=== design 1 ===
==> design_1/route_heat.png <==
Drawn at 2 px/um. 34 x 35 tiles, from dark purple (low) to yellow (high), scaled to the fullest tile. Values are wire area over tile area, all layers added.
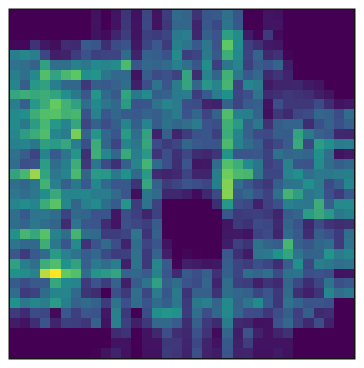

[src/rtl/rv32_pkg.sv]
// rv32_pkg: shared RV32I core types and constants for the fetch stage
package rv32_pkg;
  localparam int XLEN = 32;
  localparam int PC_INC = 4;
  localparam logic [XLEN-1:0] INSN_NOP = 32'h0000_0013;
  typedef enum logic [1:0] {FETCH, WAIT, DISCARD} fetch_state_t;
endpackage

[src/rtl/fetch_unit_if.sv]
// fetch_unit_if: instruction memory req/gnt/rvalid bus
interface fetch_unit_if;
  import rv32_pkg::*;
  logic req;
  logic [XLEN-1:0] addr;
  logic gnt;
  logic rvalid;
  logic [XLEN-1:0] rdata;
  modport master(output req, addr, input gnt, rvalid, rdata);
  modport slave(input req, addr, output gnt, rvalid, rdata);
endinterface

[src/rtl/fetch_fifo.sv]
// fetch_fifo: synchronous {pc,insn} buffer with flush and occupancy count
module fetch_fifo #(
  parameter int DEPTH = 2,
  parameter int W = 64
) (
  input  logic clk,
  input  logic areset,
  input  logic flush,
  input  logic push,
  input  logic pop,
  input  logic [W-1:0] din,
  output logic [W-1:0] dout,
  output logic [$clog2(DEPTH):0] count
);
  localparam int AW = $clog2(DEPTH);
  logic [W-1:0] mem [DEPTH];
  logic [AW-1:0] wr_ptr, rd_ptr;
  logic do_push, do_pop;
  assign do_pop = pop && count != '0;
  assign do_push = push && (count != (AW+1)'(DEPTH) || do_pop);
  assign dout = mem[rd_ptr];
  always_ff @(posedge clk or negedge areset)
    if (!areset) begin
      wr_ptr <= '0;
      rd_ptr <= '0;
      count <= '0;
    end else if (flush) begin
      wr_ptr <= '0;
      rd_ptr <= '0;
      count <= '0;
    end else begin
      if (do_push) wr_ptr <= wr_ptr + 1'b1;
      if (do_pop) rd_ptr <= rd_ptr + 1'b1;
      count <= count + (AW+1)'(do_push) - (AW+1)'(do_pop);
    end
  always_ff @(posedge clk)
    if (do_push && !flush) mem[wr_ptr] <= din;
endmodule

[src/rtl/fetch_unit.sv]
// fetch_unit: RV32I fetch stage with redirect flush; IFU_MISALIGN_CHECK_EN adds fetch_misaligned
module fetch_unit import rv32_pkg::*; #(
  parameter int FIFO_DEPTH = 2,
  parameter int PC_INC = rv32_pkg::PC_INC
) (
  input  logic clk,
  input  logic areset,
  input  logic [XLEN-1:0] PC,
  output logic pc_load,
  output logic [XLEN-1:0] PCNext,
  fetch_unit_if.master imem,
  input  logic redirect_valid,
  input  logic [XLEN-1:0] redirect_pc,
  output logic inst_valid,
  input  logic inst_ready,
  output logic [XLEN-1:0] inst_data,
  output logic [XLEN-1:0] inst_pc
`ifdef IFU_MISALIGN_CHECK_EN
  ,
  output logic fetch_misaligned
`endif
);
  localparam int CW = $clog2(FIFO_DEPTH) + 1;
  fetch_state_t state;
  logic live, redir, accept, mis;
  logic [XLEN-1:0] pc_q, target;
  logic [CW-1:0] count;
  logic [2*XLEN-1:0] head;
  assign redir = live & redirect_valid;
`ifdef IFU_MISALIGN_CHECK_EN
  assign mis = fetch_misaligned;
  assign target = redirect_pc;
`else
  assign mis = 1'b0;
  assign target = redirect_pc & ~XLEN'(3);
`endif
  // live keeps every strobe low until the first edge after reset release
  assign imem.req = live && state == FETCH && count < CW'(FIFO_DEPTH) && !redirect_valid && !mis;
  assign imem.addr = imem.req ? PC : '0;
  assign accept = imem.req & imem.gnt;
  assign pc_load = redir | accept;
  assign PCNext = redir ? target : accept ? PC + XLEN'(PC_INC) : '0;
  assign inst_valid = count != '0;
  assign inst_pc = inst_valid ? head[2*XLEN-1:XLEN] : '0;
  assign inst_data = inst_valid ? head[XLEN-1:0] : '0;
  fetch_fifo #(.DEPTH(FIFO_DEPTH), .W(2*XLEN)) u_fifo (
    .clk(clk),
    .areset(areset),
    .flush(redir),
    .push(state == WAIT && imem.rvalid && !redir),
    .pop(inst_ready),
    .din({pc_q, imem.rdata}),
    .dout(head),
    .count(count)
  );
  always_ff @(posedge clk or negedge areset)
    if (!areset) begin
      state <= FETCH;
      live <= 1'b0;
      pc_q <= '0;
`ifdef IFU_MISALIGN_CHECK_EN
      fetch_misaligned <= 1'b0;
`endif
    end else begin
      live <= 1'b1;
      // a response still owed by memory must be swallowed after a redirect
      if (redir) state <= ((state == FETCH && imem.gnt) || (state != FETCH && !imem.rvalid)) ? DISCARD : FETCH;
      else if (accept) begin
        state <= WAIT;
        pc_q <= PC;
      end else if (state != FETCH && imem.rvalid) state <= FETCH;
`ifdef IFU_MISALIGN_CHECK_EN
      if (redir) fetch_misaligned <= |redirect_pc[1:0];
`endif
    end
endmodule

[src/flat_wrapper.sv]
// flat-port wrapper written by rule: the top's interface ports become plain ports
module fetch_unit_flat import rv32_pkg::*;
#(
  parameter int FIFO_DEPTH = 2,
  parameter int PC_INC = rv32_pkg::PC_INC
)
  (clk, areset, PC, pc_load, PCNext, redirect_valid, redirect_pc, inst_valid, inst_ready, inst_data, inst_pc, imem_req, imem_addr, imem_gnt, imem_rvalid, imem_rdata);
  fetch_unit_if imem_i ();
  input  logic clk;
  input  logic areset;
  input  logic [XLEN-1:0] PC;
  output logic pc_load;
  output logic [XLEN-1:0] PCNext;
  input  logic redirect_valid;
  input  logic [XLEN-1:0] redirect_pc;
  output logic inst_valid;
  input  logic inst_ready;
  output logic [XLEN-1:0] inst_data;
  output logic [XLEN-1:0] inst_pc;
  output wire logic [$bits(imem_i.req)-1:0] imem_req;
  output wire logic [$bits(imem_i.addr)-1:0] imem_addr;
  input wire logic [$bits(imem_i.gnt)-1:0] imem_gnt;
  input wire logic [$bits(imem_i.rvalid)-1:0] imem_rvalid;
  input wire logic [$bits(imem_i.rdata)-1:0] imem_rdata;
  assign imem_req = imem_i.req;
  assign imem_addr = imem_i.addr;
  assign imem_i.gnt = imem_gnt;
  assign imem_i.rvalid = imem_rvalid;
  assign imem_i.rdata = imem_rdata;
  fetch_unit #(.FIFO_DEPTH(FIFO_DEPTH), .PC_INC(PC_INC)) u_core (.clk(clk), .areset(areset), .PC(PC), .pc_load(pc_load), .PCNext(PCNext), .imem(imem_i), .redirect_valid(redirect_valid), .redirect_pc(redirect_pc), .inst_valid(inst_valid), .inst_ready(inst_ready), .inst_data(inst_data), .inst_pc(inst_pc));
endmodule
[config.mk]
export PLATFORM = sky130hd
export DESIGN_NAME = fetch_unit_flat
export DESIGN_NICKNAME = d
export VERILOG_FILES = /design/src/rtl/rv32_pkg.sv /design/src/rtl/fetch_unit_if.sv /design/src/rtl/fetch_fifo.sv /design/src/rtl/fetch_unit.sv /design/src/flat_wrapper.sv
export SDC_FILE = /design/constraint.sdc
export NUM_CORES = 1
export LEC_CHECK = 0
export CAP_MARGIN = 20
export CELL_PAD_IN_SITES_DETAIL_PLACEMENT = 2
export CELL_PAD_IN_SITES_GLOBAL_PLACEMENT = 2
export CORE_AREA = 10 10 162 164
export CTS_CLUSTER_DIAMETER = 40
export DETAILED_ROUTE_END_ITERATION = 6
export DIE_AREA = 0 0 172 174
export PLACE_DENSITY_LB_ADDON = 0.3
export SYNTH_ARGS = -nofsm -noshare
export SYNTH_HDL_FRONTEND = slang
export SYNTH_SLANG_ARGS = --single-unit
[constraint.sdc]
create_clock -name clk -period 8.2 [get_ports clk]
set_input_delay 0.82 -clock clk [delete_from_list [all_inputs] [get_ports clk]]
set_output_delay 0.82 -clock clk [all_outputs]
set_load 0.05 [all_outputs]
=== design 2 ===
===== src/rtl/alu_req_queue_pkg.sv =====
// Shared types and constants for the ALU request queue.
// Opcode encodings, the queued request record and the ALU result width.
package alu_pkg;

  localparam logic [1:0] OP_NOT  = 2'b00;
  localparam logic [1:0] OP_NAND = 2'b01;
  localparam logic [1:0] OP_ADD  = 2'b10;
  localparam logic [1:0] OP_MUL  = 2'b11;

  localparam int RES_W = 4;

  typedef struct packed {
    logic [1:0] sel;
    logic [1:0] a;
    logic [1:0] b;
  } alu_req_t;

endpackage


===== src/rtl/alu_req_queue_if.sv =====
// Request and result handshake bundle for alu_req_queue.
// master: requester/consumer side; slave: the queue itself.
interface alu_req_queue_if;
  import alu_pkg::*;

  logic             in_valid;
  logic             in_ready;
  logic [1:0]       in_sel;
  logic [1:0]       in_a;
  logic [1:0]       in_b;
  logic             res_valid;
  logic             res_ready;
  logic [RES_W-1:0] res_y;
  logic [1:0]       res_sel;

  modport master (
    output in_valid, in_sel, in_a, in_b, res_ready,
    input  in_ready, res_valid, res_y, res_sel
  );

  modport slave (
    input  in_valid, in_sel, in_a, in_b, res_ready,
    output in_ready, res_valid, res_y, res_sel
  );

endinterface


===== src/rtl/alu_req_queue_fifo.sv =====
// Request FIFO for alu_req_queue: storage, wrapping pointers and occupancy.
// The caller gates push with ~full and pop with ~empty.
module alu_req_fifo
  import alu_pkg::*;
#(
  parameter int DEPTH = 4
) (
  input  logic                   clk,
  input  logic                   rst,
  input  logic                   push,
  input  alu_req_t               wdata,
  input  logic                   pop,
  output alu_req_t               head,
  output logic [$clog2(DEPTH):0] count,
  output logic                   full,
  output logic                   empty
);

  localparam int AW = $clog2(DEPTH);
  localparam int CW = AW + 1;

  alu_req_t        mem [DEPTH];
  logic [AW-1:0]   wr_ptr;
  logic [AW-1:0]   rd_ptr;

  // Storage is not reset; stale entries are unreachable once the pointers clear.
  always_ff @(posedge clk) begin
    if (push) mem[wr_ptr] <= wdata;
  end

  // Pointers wrap naturally at DEPTH; occupancy only moves when push and pop differ.
  always_ff @(posedge clk or posedge rst) begin
    if (rst) begin
      wr_ptr <= '0;
      rd_ptr <= '0;
      count  <= '0;
    end else begin
      if (push) wr_ptr <= wr_ptr + AW'(1);
      if (pop)  rd_ptr <= rd_ptr + AW'(1);
      case ({push, pop})
        2'b10:   count <= count + CW'(1);
        2'b01:   count <= count - CW'(1);
        default: ;
      endcase
    end
  end

  assign head  = mem[rd_ptr];
  assign full  = (count == CW'(DEPTH));
  assign empty = (count == '0);

endmodule


===== src/rtl/alu_req_queue.sv =====
// alu_req_queue: buffers ALU requests, issues one per cycle to the external
// combinational ALU and registers the result behind a valid/ready handshake.
// Optional per-opcode issue counters: define ALU_REQ_QUEUE_STATS_EN.
module alu_req_queue
  import alu_pkg::*;
#(
  parameter int DEPTH = 4
`ifdef ALU_REQ_QUEUE_STATS_EN
  , parameter int STAT_W = 8
`endif
) (
  input  logic                   clk,
  input  logic                   rst,
  alu_req_queue_if.slave         bus,
  output logic [1:0]             alu_sel,
  output logic [1:0]             alu_a,
  output logic [1:0]             alu_b,
  input  logic [RES_W-1:0]       alu_y,
  output logic [$clog2(DEPTH):0] count
`ifdef ALU_REQ_QUEUE_STATS_EN
  , output logic [4*STAT_W-1:0]  stat_cnt
  , input  logic                 stat_clr
`endif
);

  alu_req_t         head;
  alu_req_t         wdata;
  logic             full;
  logic             empty;
  logic             push;
  logic             issue;
  logic             slot_free;
  logic             res_valid_q;
  logic [RES_W-1:0] res_y_q;
  logic [1:0]       res_sel_q;

  assign wdata     = '{sel: bus.in_sel, a: bus.in_a, b: bus.in_b};
  assign bus.in_ready = ~full;
  assign push      = bus.in_valid & ~full;
  assign slot_free = ~res_valid_q | bus.res_ready;
  assign issue     = ~empty & slot_free;

  alu_req_fifo #(.DEPTH(DEPTH)) u_fifo (
    .clk   (clk),
    .rst   (rst),
    .push  (push),
    .wdata (wdata),
    .pop   (issue),
    .head  (head),
    .count (count),
    .full  (full),
    .empty (empty)
  );

  // ALU sees the head request; idle inputs are forced to zero when empty.
  always_comb begin
    alu_sel = 2'b00;
    alu_a   = 2'b00;
    alu_b   = 2'b00;
    if (!empty) begin
      alu_sel = head.sel;
      alu_a   = head.a;
      alu_b   = head.b;
    end
  end

  // Result register: captures on issue, drops valid when consumed with nothing new.
  always_ff @(posedge clk or posedge rst) begin
    if (rst) begin
      res_valid_q <= 1'b0;
      res_y_q     <= '0;
      res_sel_q   <= 2'b00;
    end else if (issue) begin
      res_valid_q <= 1'b1;
      res_y_q     <= alu_y;
      res_sel_q   <= head.sel;
    end else if (res_valid_q && bus.res_ready) begin
      res_valid_q <= 1'b0;
    end
  end

  assign bus.res_valid = res_valid_q;
  assign bus.res_y     = res_y_q;
  assign bus.res_sel   = res_sel_q;

`ifdef ALU_REQ_QUEUE_STATS_EN
  logic [STAT_W-1:0] stat_q [4];

  // Saturating per-opcode issue counters; clear wins over a same-cycle issue.
  always_ff @(posedge clk or posedge rst) begin
    if (rst) begin
      for (int k = 0; k < 4; k++) stat_q[k] <= '0;
    end else if (stat_clr) begin
      for (int k = 0; k < 4; k++) stat_q[k] <= '0;
    end else if (issue && (stat_q[head.sel] != '1)) begin
      stat_q[head.sel] <= stat_q[head.sel] + STAT_W'(1);
    end
  end

  for (genvar k = 0; k < 4; k++) begin : g_stat
    assign stat_cnt[k*STAT_W +: STAT_W] = stat_q[k];
  end
`endif

endmodule

===== src/flat_wrapper.sv =====
// flat-port wrapper written by rule: the top's interface ports become plain ports
module alu_req_queue_flat import alu_pkg::*;
#(
  parameter int DEPTH = 4

)
  (clk, rst, alu_sel, alu_a, alu_b, alu_y, count, bus_in_valid, bus_in_sel, bus_in_a, bus_in_b, bus_res_ready, bus_in_ready, bus_res_valid, bus_res_y, bus_res_sel);
  alu_req_queue_if bus_i ();
  input  logic clk;
  input  logic rst;
  output logic [1:0] alu_sel;
  output logic [1:0] alu_a;
  output logic [1:0] alu_b;
  input  logic [RES_W-1:0] alu_y;
  output logic [$clog2(DEPTH):0] count;
  input wire logic [$bits(bus_i.in_valid)-1:0] bus_in_valid;
  input wire logic [$bits(bus_i.in_sel)-1:0] bus_in_sel;
  input wire logic [$bits(bus_i.in_a)-1:0] bus_in_a;
  input wire logic [$bits(bus_i.in_b)-1:0] bus_in_b;
  input wire logic [$bits(bus_i.res_ready)-1:0] bus_res_ready;
  output wire logic [$bits(bus_i.in_ready)-1:0] bus_in_ready;
  output wire logic [$bits(bus_i.res_valid)-1:0] bus_res_valid;
  output wire logic [$bits(bus_i.res_y)-1:0] bus_res_y;
  output wire logic [$bits(bus_i.res_sel)-1:0] bus_res_sel;
  assign bus_i.in_valid = bus_in_valid;
  assign bus_i.in_sel = bus_in_sel;
  assign bus_i.in_a = bus_in_a;
  assign bus_i.in_b = bus_in_b;
  assign bus_i.res_ready = bus_res_ready;
  assign bus_in_ready = bus_i.in_ready;
  assign bus_res_valid = bus_i.res_valid;
  assign bus_res_y = bus_i.res_y;
  assign bus_res_sel = bus_i.res_sel;
  alu_req_queue #(.DEPTH(DEPTH)) u_core (.clk(clk), .rst(rst), .bus(bus_i), .alu_sel(alu_sel), .alu_a(alu_a), .alu_b(alu_b), .alu_y(alu_y), .count(count));
endmodule

===== config.mk =====
export PLATFORM = sky130hd
export DESIGN_NAME = alu_req_queue_flat
export DESIGN_NICKNAME = d
export VERILOG_FILES = /design/src/rtl/alu_req_queue_pkg.sv /design/src/rtl/alu_req_queue_if.sv /design/src/rtl/alu_req_queue_fifo.sv /design/src/rtl/alu_req_queue.sv /design/src/flat_wrapper.sv
export SDC_FILE = /design/constraint.sdc
export NUM_CORES = 1
export LEC_CHECK = 0
export ABC_AREA = 1
export ABC_CLOCK_PERIOD_IN_PS = 2500
export CORE_MARGIN = 1.5
export CORE_UTILIZATION = 35
export DETAILED_ROUTE_END_ITERATION = 16
export MAX_ROUTING_LAYER = met4
export PLACE_DENSITY = 0.54
export SKIP_LAST_GASP = 1
export SLEW_MARGIN = 20
export SYNTH_ARGS = -nofsm -noshare
export SYNTH_HDL_FRONTEND = slang
export SYNTH_HIERARCHICAL = 1
export SYNTH_SLANG_ARGS = --single-unit

===== constraint.sdc =====
create_clock -name clk -period 2.5 [get_ports clk]
set_input_delay 0.75 -clock clk [delete_from_list [all_inputs] [get_ports clk]]
set_output_delay 0.75 -clock clk [all_outputs]
set_load 0.05 [all_outputs]

=== design 3 ===
### config.mk
export PLATFORM = sky130hd
export DESIGN_NAME = serial_mag_compare_flat
export DESIGN_NICKNAME = d
export VERILOG_FILES = /design/src/rtl/cmp_pkg.sv /design/src/rtl/serial_mag_compare_if.sv /design/src/rtl/cmp2_slice.sv /design/src/rtl/serial_mag_compare.sv /design/src/flat_wrapper.sv
export SDC_FILE = /design/constraint.sdc
export NUM_CORES = 1
export LEC_CHECK = 0
export CAP_MARGIN = 25
export CORE_UTILIZATION = 49
export DETAILED_ROUTE_END_ITERATION = 10
export PLACE_DENSITY_LB_ADDON = 0.15
export SLEW_MARGIN = 5
export SYNTH_ARGS = -nofsm -noshare
export SYNTH_HDL_FRONTEND = slang
export SYNTH_HIERARCHICAL = 1
export SYNTH_SLANG_ARGS = --single-unit
### constraint.sdc
create_clock -name clock -period 2.1 [get_ports clock]
set_input_delay 0.42 -clock clock [delete_from_list [all_inputs] [get_ports clock]]
set_output_delay 0.42 -clock clock [all_outputs]
set_load 0.005 [all_outputs]
### src/rtl/cmp_pkg.sv
// Shared types and constants for the serial magnitude comparator.
package cmp_pkg;

   localparam int SLICE = 2;

   typedef enum logic {
      IDLE = 1'b0,
      SCAN = 1'b1
   } state_t;

   typedef struct packed {
      logic lt;
      logic eq;
      logic gt;
   } result_t;

endpackage

### src/rtl/serial_mag_compare_if.sv
// Start/operand/result bundle between a requester and the serial comparator.
interface serial_mag_compare_if #(
   parameter int WIDTH = 8
);
   logic             start;
   logic [WIDTH-1:0] a;
   logic [WIDTH-1:0] b;
   logic             busy;
   logic             done;
   logic             lt;
   logic             eq;
   logic             gt;

   modport master (output start, a, b, input busy, done, lt, eq, gt);
   modport slave  (input start, a, b, output busy, done, lt, eq, gt);
endinterface

### src/rtl/cmp2_slice.sv
// Combinational unsigned comparator for one 2-bit slice.
module cmp2_slice
   import cmp_pkg::*;
(
   input  logic [SLICE-1:0] x,
   input  logic [SLICE-1:0] y,
   output logic             lt,
   output logic             eq,
   output logic             gt
);

   assign lt = (x < y);
   assign eq = (x == y);
   assign gt = (x > y);

endmodule

### src/rtl/serial_mag_compare.sv
// MSB-first serial magnitude comparator, one 2-bit slice per clock with early exit.
//
// state | meaning
// IDLE  | waiting for start; results from the last scan held
// SCAN  | comparing the top slice of the shift registers each cycle
module serial_mag_compare
   import cmp_pkg::*;
#(
   parameter int WIDTH = 8
) (
   input  logic                 clock,
   input  logic                 reset,
   serial_mag_compare_if.slave  bus
);

   localparam int NSLICE = WIDTH / SLICE;
   localparam int IDX_W  = (NSLICE > 1) ? $clog2(NSLICE) : 1;
   localparam logic [IDX_W-1:0] LAST_IDX = IDX_W'(NSLICE - 1);

   state_t             state, state_nxt;
   logic [WIDTH-1:0]   sh_a, sh_a_nxt;
   logic [WIDTH-1:0]   sh_b, sh_b_nxt;
   logic [IDX_W-1:0]   idx, idx_nxt;
   result_t            res, res_nxt;
   logic               busy_q, busy_nxt;
   logic               done_q, done_nxt;

   logic               sl_lt, sl_eq, sl_gt;

   cmp2_slice u_slice (
      .x  (sh_a[WIDTH-1 -: SLICE]),
      .y  (sh_b[WIDTH-1 -: SLICE]),
      .lt (sl_lt),
      .eq (sl_eq),
      .gt (sl_gt)
   );

   always_ff @(posedge clock or posedge reset) begin
      if (reset) begin
         state  <= IDLE;
         sh_a   <= '0;
         sh_b   <= '0;
         idx    <= '0;
         res    <= '0;
         busy_q <= 1'b0;
         done_q <= 1'b0;
      end else begin
         state  <= state_nxt;
         sh_a   <= sh_a_nxt;
         sh_b   <= sh_b_nxt;
         idx    <= idx_nxt;
         res    <= res_nxt;
         busy_q <= busy_nxt;
         done_q <= done_nxt;
      end
   end

   always_comb begin
      state_nxt = state;
      sh_a_nxt  = sh_a;
      sh_b_nxt  = sh_b;
      idx_nxt   = idx;
      res_nxt   = res;
      busy_nxt  = busy_q;
      done_nxt  = 1'b0;
      unique case (state)
         IDLE: begin
            if (bus.start) begin
               sh_a_nxt  = bus.a;
               sh_b_nxt  = bus.b;
               idx_nxt   = '0;
               res_nxt   = '0;
               busy_nxt  = 1'b1;
               state_nxt = SCAN;
            end
         end
         SCAN: begin
            if (!sl_eq) begin
               res_nxt   = '{lt: sl_lt, eq: 1'b0, gt: sl_gt};
               done_nxt  = 1'b1;
               busy_nxt  = 1'b0;
               state_nxt = IDLE;
            end else if (idx == LAST_IDX) begin
               res_nxt   = '{lt: 1'b0, eq: 1'b1, gt: 1'b0};
               done_nxt  = 1'b1;
               busy_nxt  = 1'b0;
               state_nxt = IDLE;
            end else begin
               sh_a_nxt = sh_a << SLICE;
               sh_b_nxt = sh_b << SLICE;
               idx_nxt  = idx + IDX_W'(1);
            end
         end
         default: state_nxt = IDLE;
      endcase
   end

   assign bus.busy = busy_q;
   assign bus.done = done_q;
   assign bus.lt   = res.lt;
   assign bus.eq   = res.eq;
   assign bus.gt   = res.gt;

endmodule

### src/flat_wrapper.sv
// flat-port wrapper written by rule: the top's interface ports become plain ports
module serial_mag_compare_flat import cmp_pkg::*;
#(
   parameter int WIDTH = 8
)
  (clock, reset, bus_start, bus_a, bus_b, bus_busy, bus_done, bus_lt, bus_eq, bus_gt);
  serial_mag_compare_if #(.WIDTH(WIDTH)) bus_i ();
  input  logic clock;
  input  logic reset;
  input wire logic [$bits(bus_i.start)-1:0] bus_start;
  input wire logic [$bits(bus_i.a)-1:0] bus_a;
  input wire logic [$bits(bus_i.b)-1:0] bus_b;
  output wire logic [$bits(bus_i.busy)-1:0] bus_busy;
  output wire logic [$bits(bus_i.done)-1:0] bus_done;
  output wire logic [$bits(bus_i.lt)-1:0] bus_lt;
  output wire logic [$bits(bus_i.eq)-1:0] bus_eq;
  output wire logic [$bits(bus_i.gt)-1:0] bus_gt;
  assign bus_i.start = bus_start;
  assign bus_i.a = bus_a;
  assign bus_i.b = bus_b;
  assign bus_busy = bus_i.busy;
  assign bus_done = bus_i.done;
  assign bus_lt = bus_i.lt;
  assign bus_eq = bus_i.eq;
  assign bus_gt = bus_i.gt;
  serial_mag_compare #(.WIDTH(WIDTH)) u_core (.clock(clock), .reset(reset), .bus(bus_i));
endmodule
=== design 4 ===
`config.mk`:
```
export PLATFORM = sky130hd
export DESIGN_NAME = instruction_pair_buffer_flat
export DESIGN_NICKNAME = d
export VERILOG_FILES = /design/src/rtl/instruction_pair_buffer_if.sv /design/src/rtl/instruction_pair_buffer.sv /design/src/flat_wrapper.sv
export SDC_FILE = /design/constraint.sdc
export NUM_CORES = 1
export LEC_CHECK = 0
export CORE_MARGIN = 5
export CORE_UTILIZATION = 53
export DETAILED_ROUTE_END_ITERATION = 8
export HOLD_SLACK_MARGIN = 0.06
export PLACE_DENSITY = 0.75
export SYNTH_ARGS = -nofsm -noshare
export SYNTH_HDL_FRONTEND = slang
export SYNTH_SLANG_ARGS = --single-unit
```
`constraint.sdc`:
```
create_clock -name clock -period 13.2 [get_ports clock]
set_clock_uncertainty 0.15 [all_clocks]
set_input_delay 2.64 -clock clock [delete_from_list [all_inputs] [get_ports clock]]
set_output_delay 2.64 -clock clock [all_outputs]
set_load 0.005 [all_outputs]
```
`src/rtl/instruction_pair_buffer_if.sv`:
```
// Fetch/decode-side bundle for the instruction pair buffer.
// master = fetch/decode environment, slave = the buffer itself.
interface instruction_pair_buffer_if #(
  parameter int unsigned DEPTH = 8,
  parameter int unsigned PC_W  = 32
);
  localparam int unsigned CNT_W = $clog2(DEPTH) + 1;

  logic              in_valid;
  logic              in_ready;
  logic [31:0]       first_inst_in;
  logic [31:0]       second_inst_in;
  logic [PC_W-1:0]   pc_in;
  logic              stall;
  logic              flush;
  logic              out_valid;
  logic [31:0]       first_inst;
  logic [31:0]       second_inst;
  logic [PC_W-1:0]   pc_out;
  logic [CNT_W-1:0]  occupancy;

  modport master (
    output in_valid, first_inst_in, second_inst_in, pc_in, stall, flush,
    input  in_ready, out_valid, first_inst, second_inst, pc_out, occupancy
  );

  modport slave (
    input  in_valid, first_inst_in, second_inst_in, pc_in, stall, flush,
    output in_ready, out_valid, first_inst, second_inst, pc_out, occupancy
  );
endinterface

```
`src/rtl/instruction_pair_buffer.sv`:
```
// Show-ahead FIFO of fetched instruction pairs feeding decode; shows nop/lnop when empty.
// Optional macro IPB_BYPASS_EN: empty-buffer input pair is forwarded to decode in the same cycle.
module instruction_pair_buffer #(
  parameter int unsigned DEPTH = 8,
  parameter int unsigned PC_W  = 32
) (
  input  logic                      clock,
  input  logic                      reset,
  instruction_pair_buffer_if.slave  ipb
);
  localparam int unsigned PTR_W = $clog2(DEPTH);
  localparam int unsigned CNT_W = PTR_W + 1;
  localparam logic [31:0] NOP_INST  = 32'h4020_0000;
  localparam logic [31:0] LNOP_INST = 32'h0020_0000;

  typedef struct packed {
    logic [31:0]     first;
    logic [31:0]     second;
    logic [PC_W-1:0] pc;
  } pair_t;

  pair_t            mem_q [DEPTH];
  logic [PTR_W-1:0] rd_ptr_q, rd_ptr_d;
  logic [PTR_W-1:0] wr_ptr_q, wr_ptr_d;
  logic [CNT_W-1:0] count_q, count_d;

  logic  empty_c, full_c, bypass_c, push_c, pop_c, head_valid_c;
  pair_t in_pair_c, head_c;

  // Handshake qualification; flush kills both push and pop in the same cycle.
  always_comb begin
    in_pair_c = '{first: ipb.first_inst_in, second: ipb.second_inst_in, pc: ipb.pc_in};
    empty_c   = (count_q == '0);
    full_c    = (count_q == CNT_W'(DEPTH));
`ifdef IPB_BYPASS_EN
    bypass_c  = empty_c & ipb.in_valid & ~ipb.flush;
`else
    bypass_c  = 1'b0;
`endif
    // A bypassed pair consumed by decode this cycle never enters storage.
    push_c    = ipb.in_valid & ~full_c & ~ipb.flush & ~(bypass_c & ~ipb.stall);
    pop_c     = ~empty_c & ~ipb.stall & ~ipb.flush;
  end

  // Pointer and count update.
  always_comb begin
    rd_ptr_d = rd_ptr_q;
    wr_ptr_d = wr_ptr_q;
    count_d  = count_q;
    if (ipb.flush) begin
      rd_ptr_d = '0;
      wr_ptr_d = '0;
      count_d  = '0;
    end else begin
      if (push_c) wr_ptr_d = wr_ptr_q + PTR_W'(1);
      if (pop_c)  rd_ptr_d = rd_ptr_q + PTR_W'(1);
      unique case ({push_c, pop_c})
        2'b10:   count_d = count_q + CNT_W'(1);
        2'b01:   count_d = count_q - CNT_W'(1);
        default: count_d = count_q;
      endcase
    end
  end

  always_ff @(posedge clock) begin
    if (reset) begin
      rd_ptr_q <= '0;
      wr_ptr_q <= '0;
      count_q  <= '0;
    end else begin
      rd_ptr_q <= rd_ptr_d;
      wr_ptr_q <= wr_ptr_d;
      count_q  <= count_d;
    end
  end

  // Storage needs no reset: entries are only visible while count covers them.
  always_ff @(posedge clock) begin
    if (!reset && push_c) mem_q[wr_ptr_q] <= in_pair_c;
  end

  // Head selection: stored head, else bypassed input, else harmless nop/lnop.
  always_comb begin
    head_valid_c = 1'b0;
    head_c       = '{first: NOP_INST, second: LNOP_INST, pc: '0};
    if (!empty_c) begin
      head_valid_c = 1'b1;
      head_c       = mem_q[rd_ptr_q];
    end else if (bypass_c) begin
      head_valid_c = 1'b1;
      head_c       = in_pair_c;
    end
  end

  assign ipb.in_ready    = ~full_c;
  assign ipb.out_valid   = head_valid_c;
  assign ipb.first_inst  = head_c.first;
  assign ipb.second_inst = head_c.second;
  assign ipb.pc_out      = head_c.pc;
  assign ipb.occupancy   = count_q;

endmodule
```
`src/flat_wrapper.sv`:
```
// flat-port wrapper written by rule: the top's interface ports become plain ports
module instruction_pair_buffer_flat 
#(
  parameter int unsigned DEPTH = 8,
  parameter int unsigned PC_W  = 32
)
  (clock, reset, ipb_in_valid, ipb_first_inst_in, ipb_second_inst_in, ipb_pc_in, ipb_stall, ipb_flush, ipb_in_ready, ipb_out_valid, ipb_first_inst, ipb_second_inst, ipb_pc_out, ipb_occupancy);
  instruction_pair_buffer_if #(.DEPTH(DEPTH), .PC_W(PC_W)) ipb_i ();
  input  logic clock;
  input  logic reset;
  input wire logic [$bits(ipb_i.in_valid)-1:0] ipb_in_valid;
  input wire logic [$bits(ipb_i.first_inst_in)-1:0] ipb_first_inst_in;
  input wire logic [$bits(ipb_i.second_inst_in)-1:0] ipb_second_inst_in;
  input wire logic [$bits(ipb_i.pc_in)-1:0] ipb_pc_in;
  input wire logic [$bits(ipb_i.stall)-1:0] ipb_stall;
  input wire logic [$bits(ipb_i.flush)-1:0] ipb_flush;
  output wire logic [$bits(ipb_i.in_ready)-1:0] ipb_in_ready;
  output wire logic [$bits(ipb_i.out_valid)-1:0] ipb_out_valid;
  output wire logic [$bits(ipb_i.first_inst)-1:0] ipb_first_inst;
  output wire logic [$bits(ipb_i.second_inst)-1:0] ipb_second_inst;
  output wire logic [$bits(ipb_i.pc_out)-1:0] ipb_pc_out;
  output wire logic [$bits(ipb_i.occupancy)-1:0] ipb_occupancy;
  assign ipb_i.in_valid = ipb_in_valid;
  assign ipb_i.first_inst_in = ipb_first_inst_in;
  assign ipb_i.second_inst_in = ipb_second_inst_in;
  assign ipb_i.pc_in = ipb_pc_in;
  assign ipb_i.stall = ipb_stall;
  assign ipb_i.flush = ipb_flush;
  assign ipb_in_ready = ipb_i.in_ready;
  assign ipb_out_valid = ipb_i.out_valid;
  assign ipb_first_inst = ipb_i.first_inst;
  assign ipb_second_inst = ipb_i.second_inst;
  assign ipb_pc_out = ipb_i.pc_out;
  assign ipb_occupancy = ipb_i.occupancy;
  instruction_pair_buffer #(.DEPTH(DEPTH), .PC_W(PC_W)) u_core (.clock(clock), .reset(reset), .ipb(ipb_i));
endmodule
```

==> gallery <==
Wire density map.
Plate I
Drawn at 4 px/um. 15 x 15 tiles, from dark purple (low) to yellow (high), scaled to the fullest tile. Values are wire area over tile area, all layers added.
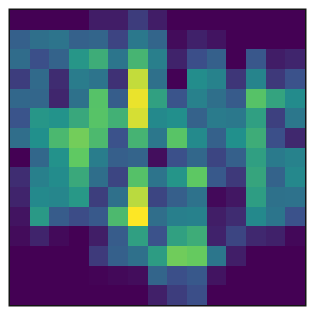
Plate II
Drawn at 8 px/um. 10 x 10 tiles, from dark purple (low) to yellow (high), scaled to the fullest tile. Values are wire area over tile area, all layers added.
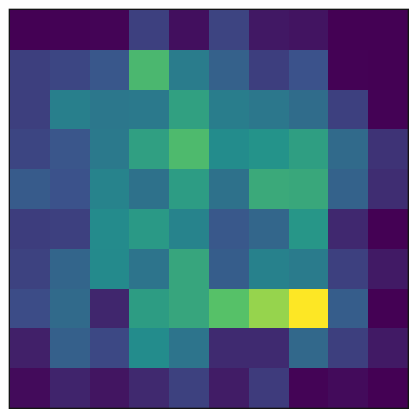
Plate III
Drawn at 1.5 px/um. 25 x 25 tiles, from dark purple (low) to yellow (high), scaled to the fullest tile. Values are wire area over tile area, all layers added.
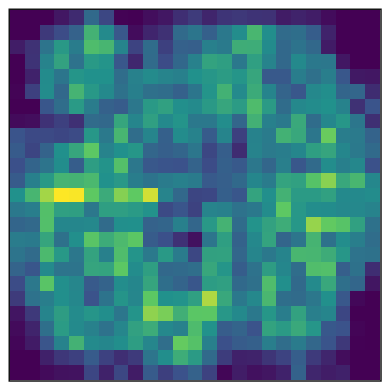
Of these, largest die: Plate III
Of these, smallest die: Plate II
| from | picture |
|---|---|
| design 3 | Plate II |
| design 2 | Plate I |
| design 4 | Plate III |

Key to Plate III:
6.4% of the tiles are nearly empty. The mean over all tiles is 0.16. The fullest tile reaches 0.41. 27% of the tiles are over half the peak.

==> design_4/clock_nets.png <==
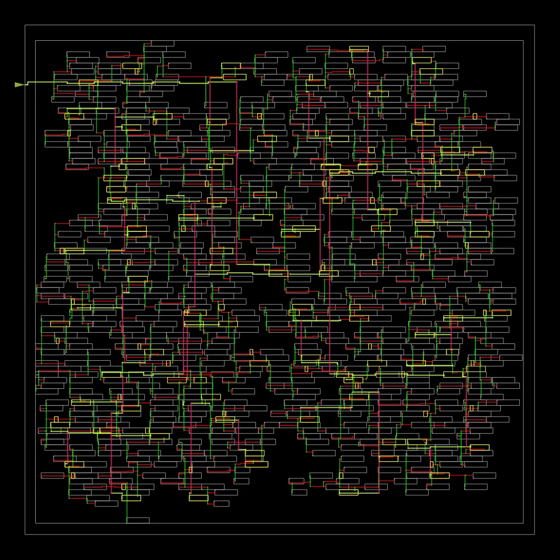
# clock sinks: 781

==> design_4/class_map.png <==
Drawn at 2 px/um.
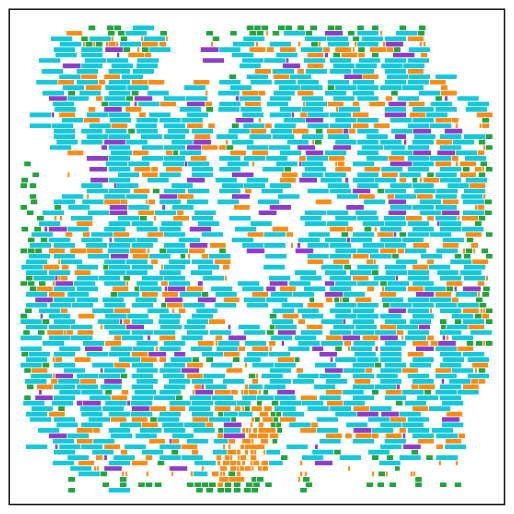
remaining logic cells: drawn in orange, cells 452. registers: drawn in cyan, cells 781. clock drivers and dummy loads: drawn in purple, cells 145. remaining buffers and delay cells: drawn in green, cells 229.

==> flow_summary_export.csv, design 4 <==
group,metric,value,unit
setup_path,worstPathRequired,10.41,ns
floorplan,fp_util,0.5378,
floorplan,core,55310,um2
outcome,status,"finished, final reports clean",
route,routed_wl,60.64,mm
logic_synthesis,ys_chip_area,29750,um2
setup_path,r2r-end,"u_core.ipb.occupancy[2]",
cells_and_area,fin_nets,1647,
logic_synthesis,top_cell,"edfxtp_1",
logic_synthesis,ys_cells,1302,
setup_path,crit_type,"flip-flop to primary output",
clocking,postCtsSetupRepairBufs,0,
placed_design,io_buffers,202,
hold_path,hp-class,"flip-flop to flip-flop",
route,met1_length,24.78,mm
cells_and_area,clock_buffers,95,
setup_path,cpPeakStageDelay,1.05,ns
timing,maxSlewViolCount,0,
cells_and_area,final_area,35350,um2
clocking,ctsHoldBuffers,0,
cells_and_area,buffer_area_frac,0.06294,
cells_and_area,layout_top_cell,"edfxtp_1",
placed_design,gp_congestion,0.7274,
floorplan,ios,203,
timing,slew_headroom,0.2815,
grt,grt_antenna_before_repair,9,
logic_synthesis,yosys.stat.seqShare,0.7840,
timing,post-route-period-util,0.5200,
clocking,clk_path_buf_depth,3,
setup_path,crit_cells,5,
floorplan,chipArea,60960,um2
grt,grt_use_total,0.2025,
grt,met3_usage,0.04086,
grt,grt_pass1_vias,14742,
logic_synthesis,syn-num-nets,1407,
grt,busiest_layer,"met2",
placed_design,dp_hpwl,33.13,mm
timing,worstMarginPinSlew,1.078,ns
flow_run,tool_warnings,27,
setup_path,crit_arrival,4.07,ns
logic_synthesis,edf_count,768,
setup_path,r2r_cells,9,
cells_and_area,nonClockInverterCount,3,
logic_synthesis,mux_share,0.1790,
logic_synthesis,yosys_warnings,0,
route,first_pass_iters,4,
route,wire_per_inst,25.68,um
cells_and_area,area_delta_synth_final,18.82,%
logic_synthesis,netlist_top_cells_count,"edfxtp_1 (768), mux4_2 (192), nor2_1 (104)",
placed_design,place_area,32700,um2
-- design 4: registers in the layout, summed over array words and instances (netlist names), named ones only --
register              cells
u_core.mem_q            768
u_core.rd_ptr_q           3
u_core.ipb.occupancy      4
u_core.wr_ptr_q           3
-- design 4: stage by stage --
step	setup TNS, ns	setup slack [ns]
2_1_floorplan	-184.81	-0.6460
3_3_place_gp	0	6.788
3_5_place_dp	0	6.777
4_1_cts	0	6.113
5_1_grt	0	5.917
6_report	0	6.336
-- design 4: tightest hold or removal path, delay by kind of cell (launching register included) --
family,cells,cell delay (ns)
flops,1,0.31
compound gates,1,0.08
simple gates,1,0.07
==> design_2/sizing.png <==
Drawn at 4 px/um.
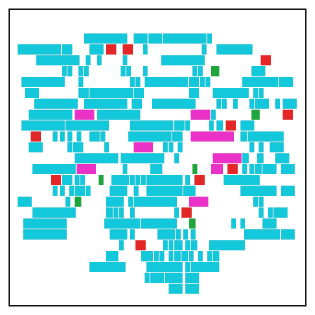
x2: drawn in green, cells 6. x1 and smaller: drawn in cyan, cells 180. x3 and x4: drawn in red, cells 11. x6 and larger: drawn in magenta, cells 8.

==> design_2/class_map.png <==
Drawn at 6 px/um.
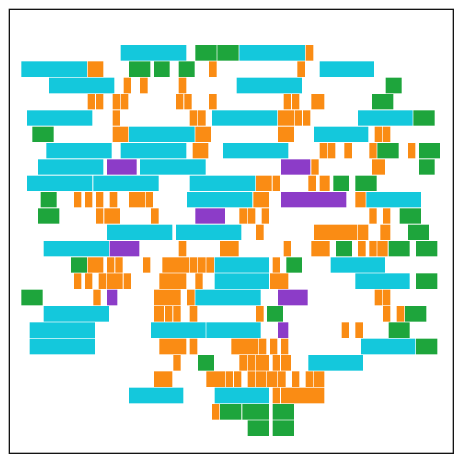
clock drivers and dummy loads: drawn in purple, cells 8. registers: drawn in cyan, cells 38. remaining logic cells: drawn in orange, cells 124. remaining buffers and delay cells: drawn in green, cells 35.

==> flow_summary_export.csv, design 2 <==
group,metric,value,unit
outcome,status,"finished, final reports clean",
hold_path,hp-class,"flip-flop to flip-flop",
route,routed_wl,3.259,mm
setup_path,startpoint,"u_core/u_fifo/count[0]",
cells_and_area,layout-drive-gt1-share,0.1220,
hold_path,whs_endpoint,"u_core/bus.res_y[1]",
grt,grt-ovfl-total,0,
timing,worstMarginPinSlew,0.5107,ns
logic_synthesis,yosysTopAreaCellShare,0.4111,
logic_synthesis,edf_count,24,
logic_synthesis,flop_cell,"edfxtp_1",
clocking,path_clk_slew,0.07,ns
floorplan,die_x,73.77,um
placed_design,gp_congestion,0.8050,
setup_path,crit_type,"flip-flop to primary output",
cells_and_area,buffers,35,
logic_synthesis,yosys_warnings,6,
setup_path,crit_cells,1,
clocking,postCtsSetupRepairBufs,0,
timing,hold_slack,0.4751,ns
grt,busiest_layer,"met2",
cells_and_area,clock_buffers,5,
logic_synthesis,syn-num-nets,187,
logic_synthesis,mux_share,0,
floorplan,chipArea,5442,um2
timing,finalSetupTns,0,ns
floorplan,rows,25,
placed_design,pre_cts_ws,-0.01807,ns
logic_synthesis,largest_area_cell,"edfxtp_1",
timing,post-route-period-util,0.9117,
cells_and_area,stdcell_count,272,
logic_synthesis,topCombFamilyByArea,"simple AND/OR/NAND/NOR gates",
logic_synthesis,area_leaders,"edfxtp_1 (41%), dfrtp_1 (20%), nand2_1 (9.2%)",
floorplan,ios,31,
placed_design,dp_hpwl,2.341,mm
grt,grt_max_degree,27,
setup_path,cp_slowest_cell,"clkdlybuf4s50_1",
hold_path,min_path_cells,2,
logic_synthesis,avgSynthCellArea,10.50,um2
cells_and_area,regArea,1071,um2
logic_synthesis,ys_sh_adder,0.04711,
setup_path,path_delay_family,"buffers and inverters",
grt,grt_pass1_wl,5.223,mm
route,drt_first_iter_violations,14,
==> design 2: registers in the layout (all words and copies together) (netlist names) <==
signal	cells
u_core/u_fifo/rd_ptr	2
u_core/bus.res_sel	2
u_core/bus.res_valid	1
u_core/u_fifo/count	3
u_core/u_fifo/wr_ptr	2
u_core/bus.res_y	4
u_core/u_fifo/mem	24
==> design_3/sizing.png <==
Drawn at 6 px/um.
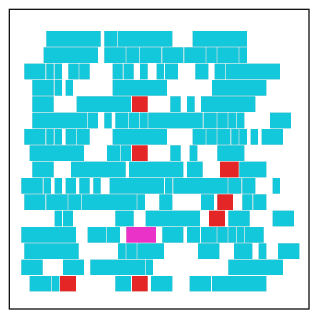
x3 and x4: drawn in red, cells 7. x1 and smaller: drawn in cyan, cells 128. x6 and larger: drawn in magenta, cells 1.

==> flow_summary_export.csv, design 3 <==
group,metric,value,unit
timing,final_hold_viol_count,0,
grt,grt-ovfl-total,0,
cells_and_area,layout-drive-gt1-share,0.05882,
logic_synthesis,yosys_warnings,6,
setup_path,startpoint,"u_core/sh_b[6]",
floorplan,fp_util,0.5460,
floorplan,chipArea,2470,um2
logic_synthesis,largest_area_cell,"dfrtp_1",
logic_synthesis,area_leaders,"dfrtp_1 (54%), o22ai_1 (6.7%), a21oi_1 (5.8%)",
outcome,status,"finished, final reports clean",
setup_path,crit_type,"flip-flop to flip-flop",
setup_path,critPathCaptureType,"flip-flop",
clocking,cts_made_buffers,3,
logic_synthesis,yosysTopAreaCellShare,0.5387,
logic_synthesis,syn-instance-count,114,
cells_and_area,reg.largest.list,"u_core/sh_a: 8 flops, u_core/sh_b: 8 flops, u_core/idx: 2 flops",
cells_and_area,layout_top_cell,"dfrtp_1",
logic_synthesis,flop_cell,"dfrtp_1",
setup_path,crit_buf_inv,1,
logic_synthesis,ys_chip_area,1115,um2
cells_and_area,fin_nets,159,
placed_design,io_buffers,23,
placed_design,dp_hpwl,1.376,mm
==> design 3: layout make-up <==
class | count | area share
Clock buffer | 4 | 0.02636
Inverter | 7 | 0.01909
Multi-Input combinational cell | 75 | 0.3100
Tap cell | 27 | 0.02455
Sequential cell | 24 | 0.4364
Timing Repair Buffer | 26 | 0.1836
==> design 3: worst reg2reg max path: stages (launching register included) <==
cell	delay (ns)
dfrtp_1	0.41
ha_1	0.29
and2_4	0.18
nand3b_1	0.10
buf_4	0.29
o22ai_1	0.14
a21oi_1	0.14
==> design_1/clock_nets.png <==
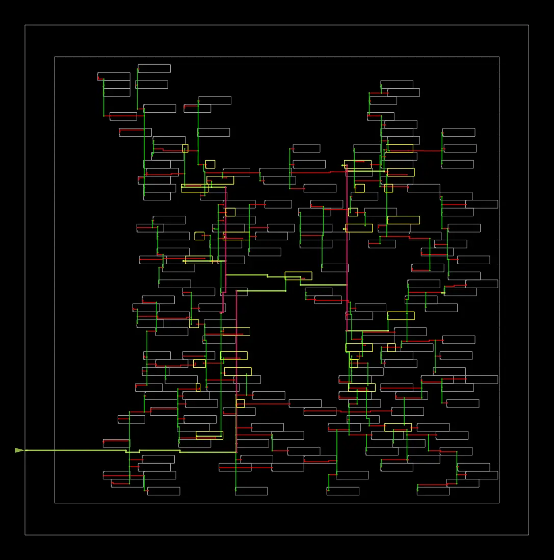
final-layout clock buffer total: 18
CTS Buf Count: 17
clock latency (worst-skew pair): 0.42 ns

About design_1/route_heat.png:
The fullest tile reaches 0.50. 10% of the tiles are over half the peak. The mean over all tiles is 0.13. The densest ninth of the die: middle left. 15% of the tiles are nearly empty. The emptiest ninth of the die: upper right.

==> flow_summary_export.csv, design 1 <==
group,metric,value,unit
timing,final_hold_viol_count,0,
cells_and_area,most-common-layout-cells,"clkdlybuf4s50_1 (229), edfxtp_1 (128), nor2_1 (74)",
setup_path,rrSetupSlack,5.23,ns
timing,fmax,205.4,MHz
cells_and_area,layout-drive-gt1-share,0.09789,
setup_path,r2r-end,"u_core.u_fifo.count[1]",
timing,worst_slack,3.331,ns
setup_path,critPathLaunchType,"primary input",
floorplan,rows,56,
flow_run,maxCapViolCount,0,
timing,setup_viol,0,
route,detail-route-antenna-nets,0,
outcome,status,"finished, final reports clean",
logic_synthesis,top_cell,"edfxtp_1",
route,routed_wl,24.40,mm
setup_path,worstPathMaxFanout,8,
logic_synthesis,yosysTopAreaCellShare,0.5173,
clocking,cts-resized-gates,0,
cells_and_area,logic_area,2470,um2
cells_and_area,fin_nets,899,
logic_synthesis,ys_cells,569,
floorplan,ios,233,
timing,finalSetupTns,0,ns
flow_run,tool_warnings,28,
## design 1: area by class of cell
class,instances,share of cell area
Tap cell,290,0.03418
Inverter,6,0.002122
Sequential cell,167,0.4544
Timing Repair Buffer,238,0.2232
Clock buffer,18,0.04043
Multi-Input combinational cell,364,0.2327
Clock inverter,14,0.01297
## design 1: per-layer routing
| metal | vias up | part of all wire | global-route usage |
|---|---|---|---|
| li1 | 2468 | - | - |
| met1 | 2734 | 0.39 | 0.1804 |
| met2 | 178 | 0.50 | 0.2734 |
| met3 | 14 | 0.097 | 0.07023 |
| met4 | 0 | 0.0075 | 0.04132 |
| met5 | - | 0 | 0 |


==> layout pictures side by side <==
M3 wires.
shot_01.png
Drawn at 8 px/um. Cells faint in the background.
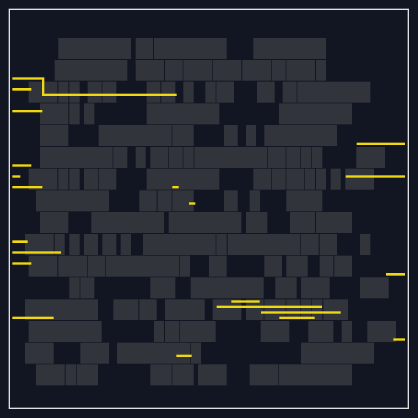
shot_02.png
Drawn at 1.5 px/um. Cells faint in the background.
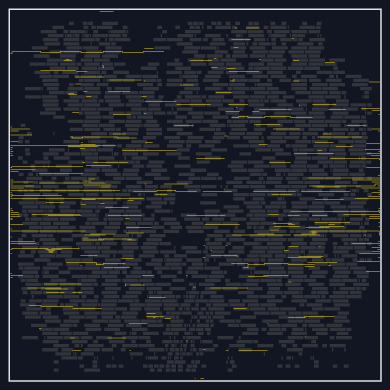
shot_03.png
Drawn at 2 px/um. Cells faint in the background.
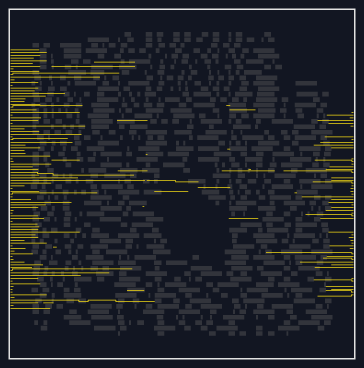
shot_04.png
Drawn at 4 px/um. Cells faint in the background.
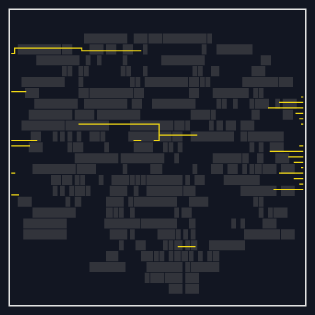
| picture | from |
|---|---|
| shot_03.png | design 1 |
| shot_04.png | design 2 |
| shot_02.png | design 4 |
| shot_01.png | design 3 |
- largest die: shot_02.png
- smallest die: shot_01.png

Key to shot_01.png:
19 nets have wire on it. The longest straight run is 16.6 um. The layer carries 96.3 um of wire. The wires run mostly horizontal. The layer holds 4.9% of the routed length.

